# ---- mmio_timer_serial ----
mmio_timer_serial/met3.png
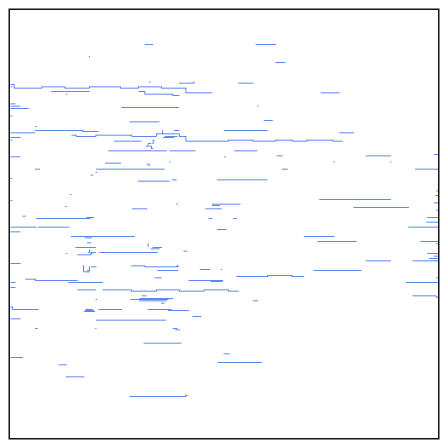

==> config.mk <==
export PLATFORM = sky130hd
export DESIGN_NAME = mmio_timer_serial
export DESIGN_NICKNAME = d
export VERILOG_FILES = /design/src/rtl/mmio_timer_serial.sv
export SDC_FILE = /design/constraint.sdc
export NUM_CORES = 1
export LEC_CHECK = 0
export CAP_MARGIN = 20
export CORE_MARGIN = 2
export CORE_UTILIZATION = 25
export CTS_CLUSTER_DIAMETER = 30
export DETAILED_ROUTE_END_ITERATION = 7
export PLACE_DENSITY = 0.45
export SLEW_MARGIN = 20
export SYNTH_ARGS = -nofsm -noshare
export SYNTH_HDL_FRONTEND = slang
export SYNTH_SLANG_ARGS = --single-unit
==> constraint.sdc <==
create_clock -name clk -period 8.24 [get_ports clk]
set_clock_uncertainty 0.2 [all_clocks]
set_input_delay 1.648 -clock clk [delete_from_list [all_inputs] [get_ports clk]]
set_output_delay 1.648 -clock clk [all_outputs]
set_load 0.03 [all_outputs]
==> src/rtl/mmio_timer_serial.sv <==
// Memory-mapped slave holding a free-running 64-bit timer with a compare
// interrupt, plus a byte FIFO that streams stores to a UART.
module mmio_timer_serial #(
    parameter int SERIAL_FIFO_DEPTH = 8
) (
    input  logic        clk,
    input  logic        negResetIn,
    input  logic        reqValid,
    output logic        reqReady,
    input  logic        reqWrite,
    input  logic [29:0] reqAddr,
    input  logic [31:0] reqWData,
    output logic        rspValid,
    output logic [31:0] rspRData,
    output logic        rspError,
    output logic        serialValid,
    output logic [7:0]  serialData,
    input  logic        serialReady,
    output logic        timerIrq
);

    localparam int PW = $clog2(SERIAL_FIFO_DEPTH);
    localparam int CW = PW + 1;

    typedef enum logic [1:0] {
        IDLE,
        STALL,
        RESP
    } state_t;

    state_t        state;
    state_t        state_nxt;

    logic [63:0]   counter;
    logic [63:0]   compare;
    logic          irq_q;

    logic [7:0]    fifo_mem [SERIAL_FIFO_DEPTH];
    logic [PW-1:0] rd_ptr;
    logic [PW-1:0] wr_ptr;
    logic [CW-1:0] count;
    logic [7:0]    held_byte;

    logic [31:0]   rdata_q;
    logic          error_q;

    logic          io;
    logic [27:0]   offset;
    logic          addr_unused;
    logic          sel_tlo;
    logic          sel_thi;
    logic          sel_clo;
    logic          sel_chi;
    logic          sel_ser;
    logic          decode_err;

    logic          accept;
    logic          wr_acc;
    logic          ser_store;
    logic          full;
    logic          push;
    logic          pop;
    logic [7:0]    push_data;
    logic [31:0]   load_data;

    // Cacheability has no meaning for registers, so that address bit is dropped.
    assign addr_unused = reqAddr[29];
    assign io          = reqAddr[28];
    assign offset      = reqAddr[27:0];

    assign sel_tlo    = io && (offset == 28'h0000000);
    assign sel_thi    = io && (offset == 28'h0000004);
    assign sel_clo    = io && (offset == 28'h0000008);
    assign sel_chi    = io && (offset == 28'h000000C);
    assign sel_ser    = io && (offset == 28'h0002000);
    assign decode_err = !(sel_tlo || sel_thi || sel_clo || sel_chi || sel_ser);

    assign reqReady  = (state == IDLE);
    assign accept    = reqValid && reqReady;
    assign wr_acc    = accept && reqWrite;
    assign ser_store = wr_acc && sel_ser;

    assign full      = (count == CW'(SERIAL_FIFO_DEPTH));
    assign pop       = (count != '0) && serialReady;
    assign push      = (ser_store && !full) || ((state == STALL) && !full);
    assign push_data = (state == STALL) ? held_byte : reqWData[7:0];

    always_comb begin
        load_data = '0;
        unique case (1'b1)
            sel_tlo: load_data = counter[31:0];
            sel_thi: load_data = counter[63:32];
            sel_clo: load_data = compare[31:0];
            sel_chi: load_data = compare[63:32];
            sel_ser: load_data = 32'(count);
            default: load_data = '0;
        endcase
    end

    always_comb begin
        state_nxt = state;
        unique case (state)
            IDLE: begin
                if (accept) begin
                    state_nxt = (ser_store && full) ? STALL : RESP;
                end
            end
            STALL: begin
                if (!full) begin
                    state_nxt = RESP;
                end
            end
            RESP:    state_nxt = IDLE;
            default: state_nxt = IDLE;
        endcase
    end

    always_ff @(posedge clk or negedge negResetIn) begin
        if (!negResetIn) begin
            state <= IDLE;
        end else begin
            state <= state_nxt;
        end
    end

    // Response payload is captured at accept; stores and errors return zero.
    always_ff @(posedge clk or negedge negResetIn) begin
        if (!negResetIn) begin
            rdata_q   <= '0;
            error_q   <= 1'b0;
            held_byte <= '0;
        end else if (accept) begin
            rdata_q <= reqWrite ? 32'h0 : load_data;
            error_q <= decode_err;
            if (ser_store && full) begin
                held_byte <= reqWData[7:0];
            end
        end
    end

    assign rspValid = (state == RESP);
    assign rspRData = (state == RESP) ? rdata_q : 32'h0;
    assign rspError = (state == RESP) && error_q;

    // A software write to either half takes priority over the increment.
    always_ff @(posedge clk or negedge negResetIn) begin
        if (!negResetIn) begin
            counter <= '0;
        end else if (wr_acc && sel_tlo) begin
            counter <= {counter[63:32], reqWData};
        end else if (wr_acc && sel_thi) begin
            counter <= {reqWData, counter[31:0]};
        end else begin
            counter <= counter + 64'd1;
        end
    end

    always_ff @(posedge clk or negedge negResetIn) begin
        if (!negResetIn) begin
            compare <= '1;
        end else if (wr_acc && sel_clo) begin
            compare <= {compare[63:32], reqWData};
        end else if (wr_acc && sel_chi) begin
            compare <= {reqWData, compare[31:0]};
        end
    end

    always_ff @(posedge clk or negedge negResetIn) begin
        if (!negResetIn) begin
            irq_q <= 1'b0;
        end else begin
            irq_q <= (counter >= compare);
        end
    end

    assign timerIrq = irq_q;

    always_ff @(posedge clk) begin
        if (push) begin
            fifo_mem[wr_ptr] <= push_data;
        end
    end

    always_ff @(posedge clk or negedge negResetIn) begin
        if (!negResetIn) begin
            rd_ptr <= '0;
            wr_ptr <= '0;
            count  <= '0;
        end else begin
            if (push) begin
                wr_ptr <= wr_ptr + PW'(1);
            end
            if (pop) begin
                rd_ptr <= rd_ptr + PW'(1);
            end
            count <= count + CW'(push) - CW'(pop);
        end
    end

    assign serialValid = (count != '0);
    assign serialData  = fifo_mem[rd_ptr];

endmodule

# ---- regfile_alu_core ----
### config.mk
export PLATFORM = sky130hd
export DESIGN_NAME = regfile_alu_core
export DESIGN_NICKNAME = d
export VERILOG_FILES = /design/src/rtl/cpu_pkg.sv /design/src/rtl/alu8.sv /design/src/rtl/rf8x8.sv /design/src/rtl/regfile_alu_core.sv
export SDC_FILE = /design/constraint.sdc
export NUM_CORES = 1
export LEC_CHECK = 0
export CORE_UTILIZATION = 57
export DETAILED_ROUTE_END_ITERATION = 6
export GPL_TIMING_DRIVEN = 1
export HOLD_SLACK_MARGIN = 0.03
export PLACE_DENSITY = 0.81
export SLEW_MARGIN = 30
export SYNTH_ARGS = -nofsm -noshare
export SYNTH_HDL_FRONTEND = slang
export SYNTH_HIERARCHICAL = 1
export SYNTH_SLANG_ARGS = --single-unit
export TNS_END_PERCENT = 30
### constraint.sdc
create_clock -name CLK -period 3.8 [get_ports CLK]
set_input_delay 0.38 -clock CLK [delete_from_list [all_inputs] [get_ports CLK]]
set_output_delay 0.38 -clock CLK [all_outputs]
set_load 0.02 [all_outputs]
### src/rtl/cpu_pkg.sv
// Shared CPU datapath constants: widths, ALU function codes and instruction opcodes.
package cpu_pkg;

  localparam int unsigned DATA_WIDTH     = 8;
  localparam int unsigned NUM_REGS       = 8;
  localparam int unsigned REG_ADDR_WIDTH = $clog2(NUM_REGS);
  localparam int unsigned ALU_OP_WIDTH   = 3;

  localparam logic [ALU_OP_WIDTH-1:0] ALU_FWD = 3'b000;
  localparam logic [ALU_OP_WIDTH-1:0] ALU_ADD = 3'b001;
  localparam logic [ALU_OP_WIDTH-1:0] ALU_AND = 3'b010;
  localparam logic [ALU_OP_WIDTH-1:0] ALU_OR  = 3'b011;

  // Instruction opcodes decoded by the controller
  localparam logic [7:0] LOADI = 8'h00;
  localparam logic [7:0] MOV   = 8'h01;
  localparam logic [7:0] ADD   = 8'h02;
  localparam logic [7:0] SUB   = 8'h03;
  localparam logic [7:0] AND   = 8'h04;
  localparam logic [7:0] OR    = 8'h05;
  localparam logic [7:0] J     = 8'h06;
  localparam logic [7:0] BEQ   = 8'h07;

endpackage

### src/rtl/alu8.sv
// Combinational ALU: forward, add (carry dropped), and, or; reserved codes yield zero.
module alu8
  import cpu_pkg::*;
(
  input  logic [ALU_OP_WIDTH-1:0] alu_op,
  input  logic [DATA_WIDTH-1:0]   data1,
  input  logic [DATA_WIDTH-1:0]   data2,
  output logic [DATA_WIDTH-1:0]   result_c
);

  always_comb begin
    result_c = '0;
    case (alu_op)
      ALU_FWD: result_c = data2;
      ALU_ADD: result_c = DATA_WIDTH'(data1 + data2);
      ALU_AND: result_c = data1 & data2;
      ALU_OR:  result_c = data1 | data2;
      default: result_c = '0;
    endcase
  end

endmodule

### src/rtl/rf8x8.sv
// Register file: two asynchronous read ports, one synchronous write port, synchronous clear.
module rf8x8
  import cpu_pkg::*;
(
  input  logic                      CLK,
  input  logic                      RESET,
  input  logic                      write,
  input  logic [REG_ADDR_WIDTH-1:0] in_addr,
  input  logic [DATA_WIDTH-1:0]     in_data,
  input  logic [REG_ADDR_WIDTH-1:0] out1_addr,
  input  logic [REG_ADDR_WIDTH-1:0] out2_addr,
  output logic [DATA_WIDTH-1:0]     out1,
  output logic [DATA_WIDTH-1:0]     out2
);

  logic [DATA_WIDTH-1:0] regs [NUM_REGS];

  // Clear wins over write; no read bypass, so reads see the old value until the edge
  always_ff @(posedge CLK) begin
    if (RESET) begin
      regs <= '{default: '0};
    end else if (write) begin
      regs[in_addr] <= in_data;
    end
  end

  assign out1 = regs[out1_addr];
  assign out2 = regs[out2_addr];

endmodule

### src/rtl/regfile_alu_core.sv
// Register file plus ALU; the ALU result is the write-back data. Wiring only.
module regfile_alu_core
  import cpu_pkg::*;
(
  input  logic                      CLK,
  input  logic                      RESET,
  input  logic                      WRITE,
  input  logic [REG_ADDR_WIDTH-1:0] IN_ADDR,
  input  logic [REG_ADDR_WIDTH-1:0] OUT1_ADDR,
  input  logic [REG_ADDR_WIDTH-1:0] OUT2_ADDR,
  input  logic [ALU_OP_WIDTH-1:0]   ALU_OP,
  input  logic [DATA_WIDTH-1:0]     OPERAND2,
  output logic [DATA_WIDTH-1:0]     OUT1,
  output logic [DATA_WIDTH-1:0]     OUT2,
  output logic [DATA_WIDTH-1:0]     ALU_RESULT
);

  rf8x8 u_rf (
    .CLK       (CLK),
    .RESET     (RESET),
    .write     (WRITE),
    .in_addr   (IN_ADDR),
    .in_data   (ALU_RESULT),
    .out1_addr (OUT1_ADDR),
    .out2_addr (OUT2_ADDR),
    .out1      (OUT1),
    .out2      (OUT2)
  );

  alu8 u_alu (
    .alu_op   (ALU_OP),
    .data1    (OUT1),
    .data2    (OPERAND2),
    .result_c (ALU_RESULT)
  );

endmodule

# ---- ahb_multi_decoder_flat ----
## src/rtl/ahb_multi_decoder_if.sv

```systemverilog
// rtl/ahb_multi_decoder_if.sv - AHB-Lite decoder bus bundle with master/slave modports
interface ahb_multi_decoder_if #(
    parameter int NUM_SLAVES = 4,
    parameter int ADDR_W     = 32,
    parameter int DATA_W     = 32,
    parameter int ERR_CNT_W  = 8
);
    logic [ADDR_W-1:0]            HADDR;
    logic [1:0]                   HTRANS;
    logic [NUM_SLAVES-1:0]        HSEL;
    logic                         HSEL_DEFAULT;
    logic [NUM_SLAVES*DATA_W-1:0] HRDATA_S;
    logic [NUM_SLAVES-1:0]        HREADYOUT_S;
    logic [NUM_SLAVES-1:0]        HRESP_S;
    logic [DATA_W-1:0]            HRDATA;
    logic                         HREADY;
    logic                         HRESP;
    logic [ERR_CNT_W-1:0]         err_cnt;
    logic                         err_cnt_clr;

    modport master (
        output HADDR, HTRANS, HRDATA_S, HREADYOUT_S, HRESP_S, err_cnt_clr,
        input  HSEL, HSEL_DEFAULT, HRDATA, HREADY, HRESP, err_cnt
    );

    modport slave (
        input  HADDR, HTRANS, HRDATA_S, HREADYOUT_S, HRESP_S, err_cnt_clr,
        output HSEL, HSEL_DEFAULT, HRDATA, HREADY, HRESP, err_cnt
    );
endinterface

```

## src/rtl/ahb_multi_decoder.sv

```systemverilog
// rtl/ahb_multi_decoder.sv - parametrised AHB-Lite decoder, response mux and default error slave
module ahb_multi_decoder #(
    parameter int                       NUM_SLAVES = 4,
    parameter int                       ADDR_W     = 32,
    parameter int                       DATA_W     = 32,
    parameter logic [NUM_SLAVES*ADDR_W-1:0] SLV_BASE = {NUM_SLAVES{32'h0}},
    parameter logic [NUM_SLAVES*ADDR_W-1:0] SLV_MASK = {NUM_SLAVES{32'hFFFF_0000}},
    parameter int                       ERR_CNT_W  = 8
) (
    input  logic               HCLK,
    input  logic               HRESET,
    ahb_multi_decoder_if.slave bus
);
    localparam int IDX_W = (NUM_SLAVES > 1) ? $clog2(NUM_SLAVES) : 1;

    typedef enum logic [1:0] {DP_NONE, DP_SLV, DP_DEF} dp_kind_t;
    typedef enum logic [1:0] {DEF_IDLE, DEF_ERR1, DEF_ERR2} def_state_t;

    dp_kind_t             r_dp_kind;
    logic [IDX_W-1:0]     r_dp_idx;
    def_state_t           r_def_state;
    def_state_t           w_def_next;
    logic [ERR_CNT_W-1:0] r_err_cnt;

    logic                 w_active;
    logic                 w_hit;
    logic [IDX_W-1:0]     w_idx;
    logic [DATA_W-1:0]    w_hrdata;
    logic                 w_hready;
    logic                 w_hresp;
    logic                 w_def_capture;

    assign w_active = ~HRESET & (bus.HTRANS == 2'b10 || bus.HTRANS == 2'b11);

    // Scan from the top down so the lowest matching index is the one left standing.
    always_comb begin
        w_hit = 1'b0;
        w_idx = '0;
        for (int i = NUM_SLAVES - 1; i >= 0; i--) begin
            if ((bus.HADDR & SLV_MASK[i*ADDR_W +: ADDR_W]) ==
                (SLV_BASE[i*ADDR_W +: ADDR_W] & SLV_MASK[i*ADDR_W +: ADDR_W])) begin
                w_hit = 1'b1;
                w_idx = IDX_W'(i);
            end
        end
    end

    assign bus.HSEL         = (w_active && w_hit) ? (NUM_SLAVES'(1) << w_idx) : '0;
    assign bus.HSEL_DEFAULT = w_active & ~w_hit;
    assign w_def_capture    = w_hready & w_active & ~w_hit;

    always_ff @(posedge HCLK or posedge HRESET) begin
        if (HRESET) begin
            r_dp_kind <= DP_NONE;
            r_dp_idx  <= '0;
        end else if (w_hready) begin
            if (!w_active) begin
                r_dp_kind <= DP_NONE;
                r_dp_idx  <= '0;
            end else if (w_hit) begin
                r_dp_kind <= DP_SLV;
                r_dp_idx  <= w_idx;
            end else begin
                r_dp_kind <= DP_DEF;
                r_dp_idx  <= '0;
            end
        end
    end

    always_ff @(posedge HCLK or posedge HRESET) begin
        if (HRESET) begin
            r_def_state <= DEF_IDLE;
        end else begin
            r_def_state <= w_def_next;
        end
    end

    // ERR2 drives HREADY high, so a new unmapped capture there restarts the ERROR pair.
    always_comb begin
        w_def_next = DEF_IDLE;
        case (r_def_state)
            DEF_IDLE: w_def_next = w_def_capture ? DEF_ERR1 : DEF_IDLE;
            DEF_ERR1: w_def_next = DEF_ERR2;
            DEF_ERR2: w_def_next = w_def_capture ? DEF_ERR1 : DEF_IDLE;
            default:  w_def_next = DEF_IDLE;
        endcase
    end

    always_comb begin
        w_hrdata = '0;
        w_hready = 1'b1;
        w_hresp  = 1'b0;
        case (r_dp_kind)
            DP_SLV: begin
                for (int i = 0; i < NUM_SLAVES; i++) begin
                    if (r_dp_idx == IDX_W'(i)) begin
                        w_hrdata = bus.HRDATA_S[i*DATA_W +: DATA_W];
                        w_hready = bus.HREADYOUT_S[i];
                        w_hresp  = bus.HRESP_S[i];
                    end
                end
            end
            DP_DEF: begin
                w_hready = (r_def_state != DEF_ERR1);
                w_hresp  = 1'b1;
            end
            default: begin
                w_hrdata = '0;
                w_hready = 1'b1;
                w_hresp  = 1'b0;
            end
        endcase
    end

    always_ff @(posedge HCLK or posedge HRESET) begin
        if (HRESET) begin
            r_err_cnt <= '0;
        end else if (bus.err_cnt_clr) begin
            r_err_cnt <= '0;
        end else if (r_def_state == DEF_ERR2 && !(&r_err_cnt)) begin
            r_err_cnt <= r_err_cnt + 1'b1;
        end
    end

    assign bus.HRDATA  = w_hrdata;
    assign bus.HREADY  = w_hready;
    assign bus.HRESP   = w_hresp;
    assign bus.err_cnt = r_err_cnt;
endmodule
```

## src/flat_wrapper.sv

```systemverilog
// flat-port wrapper written by rule: the top's interface ports become plain ports
module ahb_multi_decoder_flat 
#(
    parameter int                       NUM_SLAVES = 4,
    parameter int                       ADDR_W     = 32,
    parameter int                       DATA_W     = 32,
    parameter logic [NUM_SLAVES*ADDR_W-1:0] SLV_BASE = {NUM_SLAVES{32'h0}},
    parameter logic [NUM_SLAVES*ADDR_W-1:0] SLV_MASK = {NUM_SLAVES{32'hFFFF_0000}},
    parameter int                       ERR_CNT_W  = 8
)
  (HCLK, HRESET, bus_HADDR, bus_HTRANS, bus_HRDATA_S, bus_HREADYOUT_S, bus_HRESP_S, bus_err_cnt_clr, bus_HSEL, bus_HSEL_DEFAULT, bus_HRDATA, bus_HREADY, bus_HRESP, bus_err_cnt);
  ahb_multi_decoder_if #(.NUM_SLAVES(NUM_SLAVES), .ADDR_W(ADDR_W), .DATA_W(DATA_W), .ERR_CNT_W(ERR_CNT_W)) bus_i ();
  input  logic HCLK;
  input  logic HRESET;
  input wire logic [$bits(bus_i.HADDR)-1:0] bus_HADDR;
  input wire logic [$bits(bus_i.HTRANS)-1:0] bus_HTRANS;
  input wire logic [$bits(bus_i.HRDATA_S)-1:0] bus_HRDATA_S;
  input wire logic [$bits(bus_i.HREADYOUT_S)-1:0] bus_HREADYOUT_S;
  input wire logic [$bits(bus_i.HRESP_S)-1:0] bus_HRESP_S;
  input wire logic [$bits(bus_i.err_cnt_clr)-1:0] bus_err_cnt_clr;
  output wire logic [$bits(bus_i.HSEL)-1:0] bus_HSEL;
  output wire logic [$bits(bus_i.HSEL_DEFAULT)-1:0] bus_HSEL_DEFAULT;
  output wire logic [$bits(bus_i.HRDATA)-1:0] bus_HRDATA;
  output wire logic [$bits(bus_i.HREADY)-1:0] bus_HREADY;
  output wire logic [$bits(bus_i.HRESP)-1:0] bus_HRESP;
  output wire logic [$bits(bus_i.err_cnt)-1:0] bus_err_cnt;
  assign bus_i.HADDR = bus_HADDR;
  assign bus_i.HTRANS = bus_HTRANS;
  assign bus_i.HRDATA_S = bus_HRDATA_S;
  assign bus_i.HREADYOUT_S = bus_HREADYOUT_S;
  assign bus_i.HRESP_S = bus_HRESP_S;
  assign bus_i.err_cnt_clr = bus_err_cnt_clr;
  assign bus_HSEL = bus_i.HSEL;
  assign bus_HSEL_DEFAULT = bus_i.HSEL_DEFAULT;
  assign bus_HRDATA = bus_i.HRDATA;
  assign bus_HREADY = bus_i.HREADY;
  assign bus_HRESP = bus_i.HRESP;
  assign bus_err_cnt = bus_i.err_cnt;
  ahb_multi_decoder #(.NUM_SLAVES(NUM_SLAVES), .ADDR_W(ADDR_W), .DATA_W(DATA_W), .SLV_BASE(SLV_BASE), .SLV_MASK(SLV_MASK), .ERR_CNT_W(ERR_CNT_W)) u_core (.HCLK(HCLK), .HRESET(HRESET), .bus(bus_i));
endmodule
```

## config.mk

```make
export PLATFORM = sky130hd
export DESIGN_NAME = ahb_multi_decoder_flat
export DESIGN_NICKNAME = d
export VERILOG_FILES = /design/src/rtl/ahb_multi_decoder_if.sv /design/src/rtl/ahb_multi_decoder.sv /design/src/flat_wrapper.sv
export SDC_FILE = /design/constraint.sdc
export NUM_CORES = 1
export LEC_CHECK = 0
export CORE_AREA = 2 2 85 87
export DETAILED_ROUTE_END_ITERATION = 10
export DIE_AREA = 0 0 87 89
export PLACE_DENSITY_LB_ADDON = 0.2
export SLEW_MARGIN = 20
export SYNTH_ARGS = -nofsm -noshare
export SYNTH_HDL_FRONTEND = slang
export SYNTH_SLANG_ARGS = --single-unit
```

## constraint.sdc

```tcl
create_clock -name HCLK -period 1.3 [get_ports HCLK]
set_input_delay 0.195 -clock HCLK [delete_from_list [all_inputs] [get_ports HCLK]]
set_output_delay 0.195 -clock HCLK [all_outputs]
set_load 0.01 [all_outputs]
```

mmio_timer_serial/met1.png
The bar under the picture is 50 µm long. Supply wires on this layer in gray.
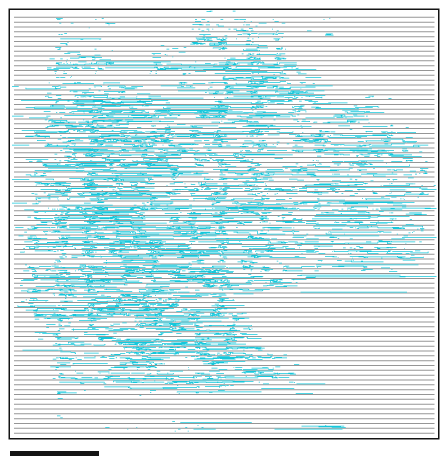
wire length on this layer	19200 µm
nets with wire on the layer	1543

Notes on mmio_timer_serial/met3.png above:
wire length on this layer	1840 µm
longest straight run	40.0 µm
share of all routed wire	4.2%

==> Changelog: implementation, mmio_timer_serial <==
### Metrics

- Cts repair resizes: 0
- Dpl cells: ~2200
- Crit path capture type: flip-flop
- Clock sinks: roughly 250
- Top cells excl fill/tap: nand2_1 (141), dfrtp_1 (118), inv_1 (112)
- Switch Pwr: ~1.1 mW
- Top Layer Used: met4
- Core Footprint: approximately 0.055 mm²
- Synthesized-area fraction occupied by adder cells: 0.06660
- Outcome: completed
- Top cells by count, synth: nand2_1 (141), dfrtp_1 (118), inv_1 (112), o21ai_0 (102), a21oi_1 (92)
- Nets: between 1500 and 2000
- Slew HR: 0.2878
- Leak: 7.553 nW
- Critical Path Sink: fifo_mem[3][7]
- R2R Setup Slk: between 4 and 5 ns
- DRC viols: 0
- PortBufs: between 100 and 150
- Initial Util: 0.2534
- Hold Fails Final Rpt: 0
- Setup slack after layout: ~3.4 ns
- CTS tree: yes
- Net Count, Synth: around 1500
mmio_timer_serial: power by group through the flow:
stage | Clock (mW) | Combinational, mW | Sequential (mW)
after detailed placement | 0 | 0.555 | 1.35
after global placement | 0 | 0.550 | 1.35
after floorplan | 0 | 0.361 | 1.31
final | 3.10 | 0.540 | 1.33
after CTS | 3.16 | 0.557 | 1.33
after global routing | 3.23 | 0.594 | 1.33
mmio_timer_serial: sequential cells by signal (all words and copies together) (netlist names):
| name | count |
|---|---|
| timerIrq | 1 |
| rdata_q | 32 |
| fifo_mem | 64 |
| held_byte | 8 |
| error_q | 1 |
| wr_ptr | 3 |
| rd_ptr | 3 |
| count | 4 |
| counter | 64 |
| state | 2 |
| compare | 64 |
mmio_timer_serial: cell type report:
class | count | area, µm²
clock inverter | 35 | 559.3
sequential | 246 | 6556
multi-input combinational | 933 | 6800
inverter | 114 | 427.9
clock buffer | 103 | 2177
timing repair buffer | 132 | 1260
fill | 5650 | 36590
tap | 748 | 935.9
mmio_timer_serial: worst max-delay path, delay by kind of cell:
kind                   cells  cell delay [ns]
AND-OR/OR-AND              2             0.57
AND/OR/NAND/NOR            5             2.16
buffers and inverters      1             0.40
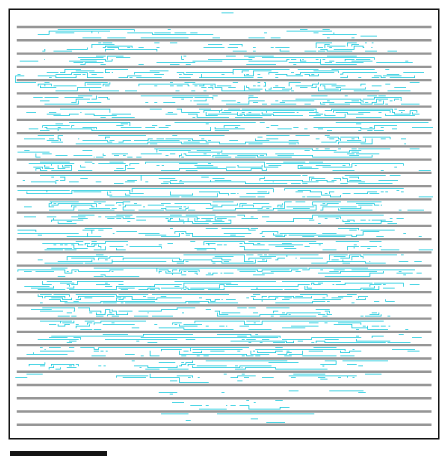
regfile_alu_core/met1.png
The bar under the picture is 20 µm long. Supply wires on this layer in gray.
main direction	horizontal
share of all routed wire	40%
wire length on this layer	4520 µm

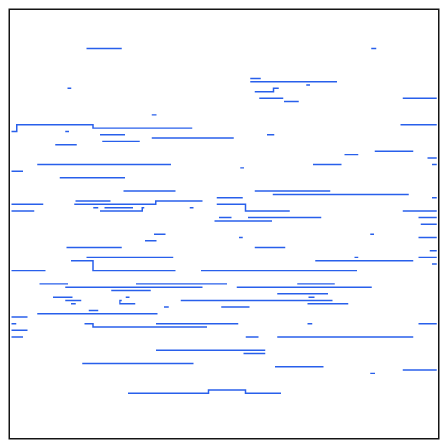
regfile_alu_core/met3.png
wire length on this layer	865 µm
share of all routed wire	7.6%
nets with wire on the layer	67
Routed WL: 11330 µm
via count: 3627
met3 Use GR: 0.07352

==> Changelog: implementation, regfile_alu_core <==
### Metrics

- Area added between synthesis and finish: 20.12%
- Root buffer cell: clkbuf_8
- Initial DRT Pass Iterations: 7
- Design Power: 1.583 mW
- CTS Hold Bufs: 0
- Worst Hold Margin: ~0.47 ns
- Outcome: completed
- Post-DP Area: roughly 0.0048 mm²
- Post-synth EDFFs: 0
- PD cells: about 310 mW/mm²
- Asr flop ratio synth: 0
- Seq power: 0.685 mW
- PortBufs: approximately 46
- Pins Over Slew Limit: 0
- Clock transition at path regs: about 0.07 ns
- Slowest cell on crit path: mux4_1
- DRC viols: 0
- Setup Viol. Count Final: 0
- Mapped Area: between 0.004 and 0.005 mm²
- Biggest register: u_rf/regs
- Tool Warnings: 35
- ClkCell Share: 0.04392
- Core Footprint: between 0.006 and 0.007 mm²
==> regfile_alu_core: per-layer routing <==
layer / routed length [µm] / vias to the layer above / global-route usage / part of all wire
li1: - / 1653 / - / -
met1: 4522 / 1781 / 0.3851 / 0.40
met2: 5521 / 156 / 0.5229 / 0.49
met3: 865 / 37 / 0.07352 / 0.076
met4: 418 / 0 / 0.1550 / 0.037
met5: 0 / - / 0 / 0
==> regfile_alu_core: cells in the mapped netlist (3+ instances only) <==
cell / instances / area (µm²)
nand2_1: 92 / 345.3
a21oi_1: 47 / 235.2
buf_2: 7 / 35.03
dfxtp_1: 64 / 1281
buf_4: 3 / 22.52
o211a_1: 4 / 40.04
a211oi_1: 6 / 45.04
nor2_1: 27 / 101.4
and4b_1: 3 / 30.03
mux2_2: 12 / 135.1
xor2_1: 3 / 26.28
mux4_1: 24 / 630.6
nand4b_1: 3 / 26.28
buf_6: 6 / 67.56
o21ai_0: 5 / 25.02
inv_1: 21 / 78.83
mux2i_1: 25 / 250.2
mux4_2: 9 / 202.7
ha_1: 16 / 200.2
clkbuf_1: 22 / 82.58
mux2_4: 4 / 60.06
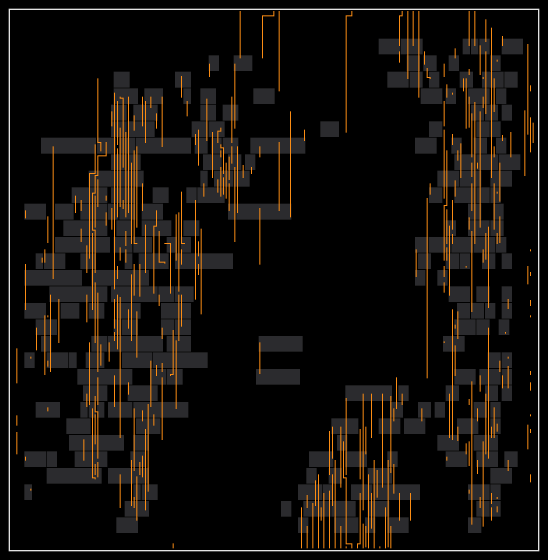
ahb_multi_decoder_flat/met2.png
main direction	vertical
longest straight run	32.3 µm

==> Changelog: implementation, ahb_multi_decoder_flat <==
### Metrics

- Synth cell types: 34
- Die H: 89 µm
- Cell row count: 30
- Failing checks: setup timing
- Worst setup SP type: flip-flop
- Worst path required time: between 1 and 1.5 ns
- Register share after synthesis: 0.3226
- Initial DRC Count: 8
- PortBufs: 97
- Clock sinks: 12
- CP Class: flip-flop to primary output
- Setup slack after layout: -0.3299 ns
- Worst EP arrival: 1.43 ns
- Worst setup path startpoint: u_core.r_dp_kind[1]
- Area added between synthesis and finish: 145.6%
- Synth flops: 12
- Inverters: 6
- Vias in the first global route: between 1000 and 1500
- Top cells by count, synth: and2_1 (32), dfrtp_1 (12), a21oi_1 (6), inv_1 (6), nor2_1 (5)
- Post-Place Worst Slack: -0.8604 ns
- Post-CTS setup buffer count: 9
- Latency at later pin: between 0.2 and 0.3 ns
- N_taps: about 80
- Largest net degree at the start of global routing: 17
- Outcome: finished, violations left
- Post-Syn Instances: 107
- ANT nets after route: 0
- Setup Viol. Count Final: 42
==> ahb_multi_decoder_flat: where the power goes <==
part / internal (mW) / switching, mW
Sequential: 0.385 / 0.0110
Clock: 0.268 / 0.154
Combinational: 0.218 / 0.105
==> ahb_multi_decoder_flat: worst max-delay path, stage by stage (launching register included) <==
cell      delay (ns)
dfrtp_1         0.41
buf_6           0.13
ha_4            0.16
a221oi_4        0.28
inv_2           0.08
buf_6           0.13
==> ahb_multi_decoder_flat: layer usage <==
layer	vias up	part of all wire	global-route usage
met5	-	0	0
met4	0	0.015	0.04403
met3	4	0.13	0.02401
met2	77	0.46	0.1797
met1	568	0.40	0.1069
li1	616	-	-
==> ahb_multi_decoder_flat: state kept, by name, indices dropped and copies added (netlist names) <==
| signal | count |
|---|---|
| u_core.r_dp_kind | 2 |
| u_core.bus.err_cnt | 8 |
| u_core.r_def_state | 2 |
==> ahb_multi_decoder_flat: stage by stage <==
step	hold slack [ns]	utilization	cells
final	0.3603	0.3402	316
after global routing	0.4138	0.3402	316
after detailed placement	0.5339	0.3261	302
after floorplan	0.06480	-	109
after global placement	0.5371	0.3261	302
after CTS	0.3269	0.3369	315

==> notes/layouts.md <==
Pictures saved along the way, in no particular order.

Routing congestion.
(a)
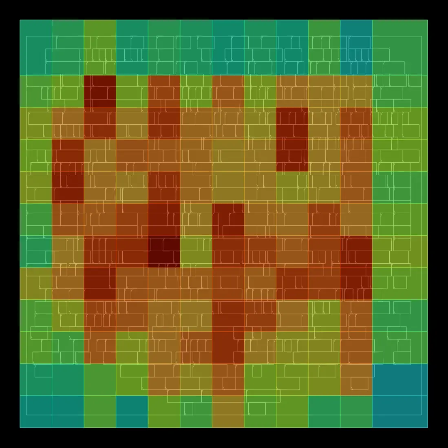
(b)
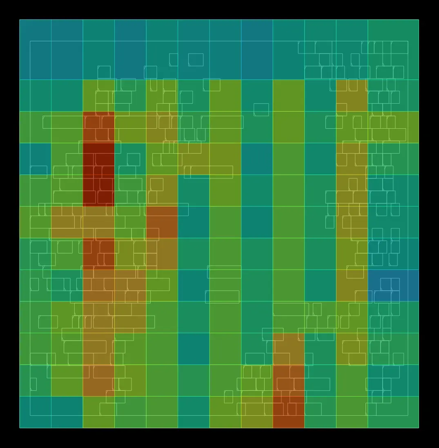
(c)
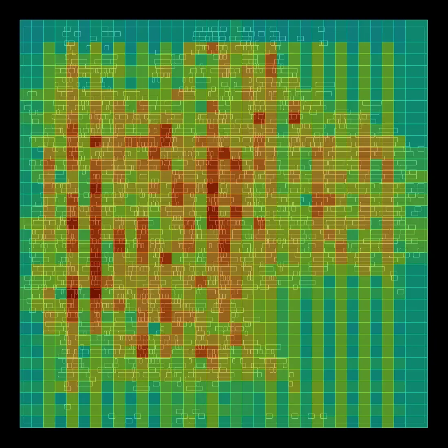
(b) -> ahb_multi_decoder_flat
(c) -> mmio_timer_serial
(a) -> regfile_alu_core
- least wire per cell: (b)
- lowest track usage: (b)


No activity file was given, so power comes from the tool's default toggle rates.
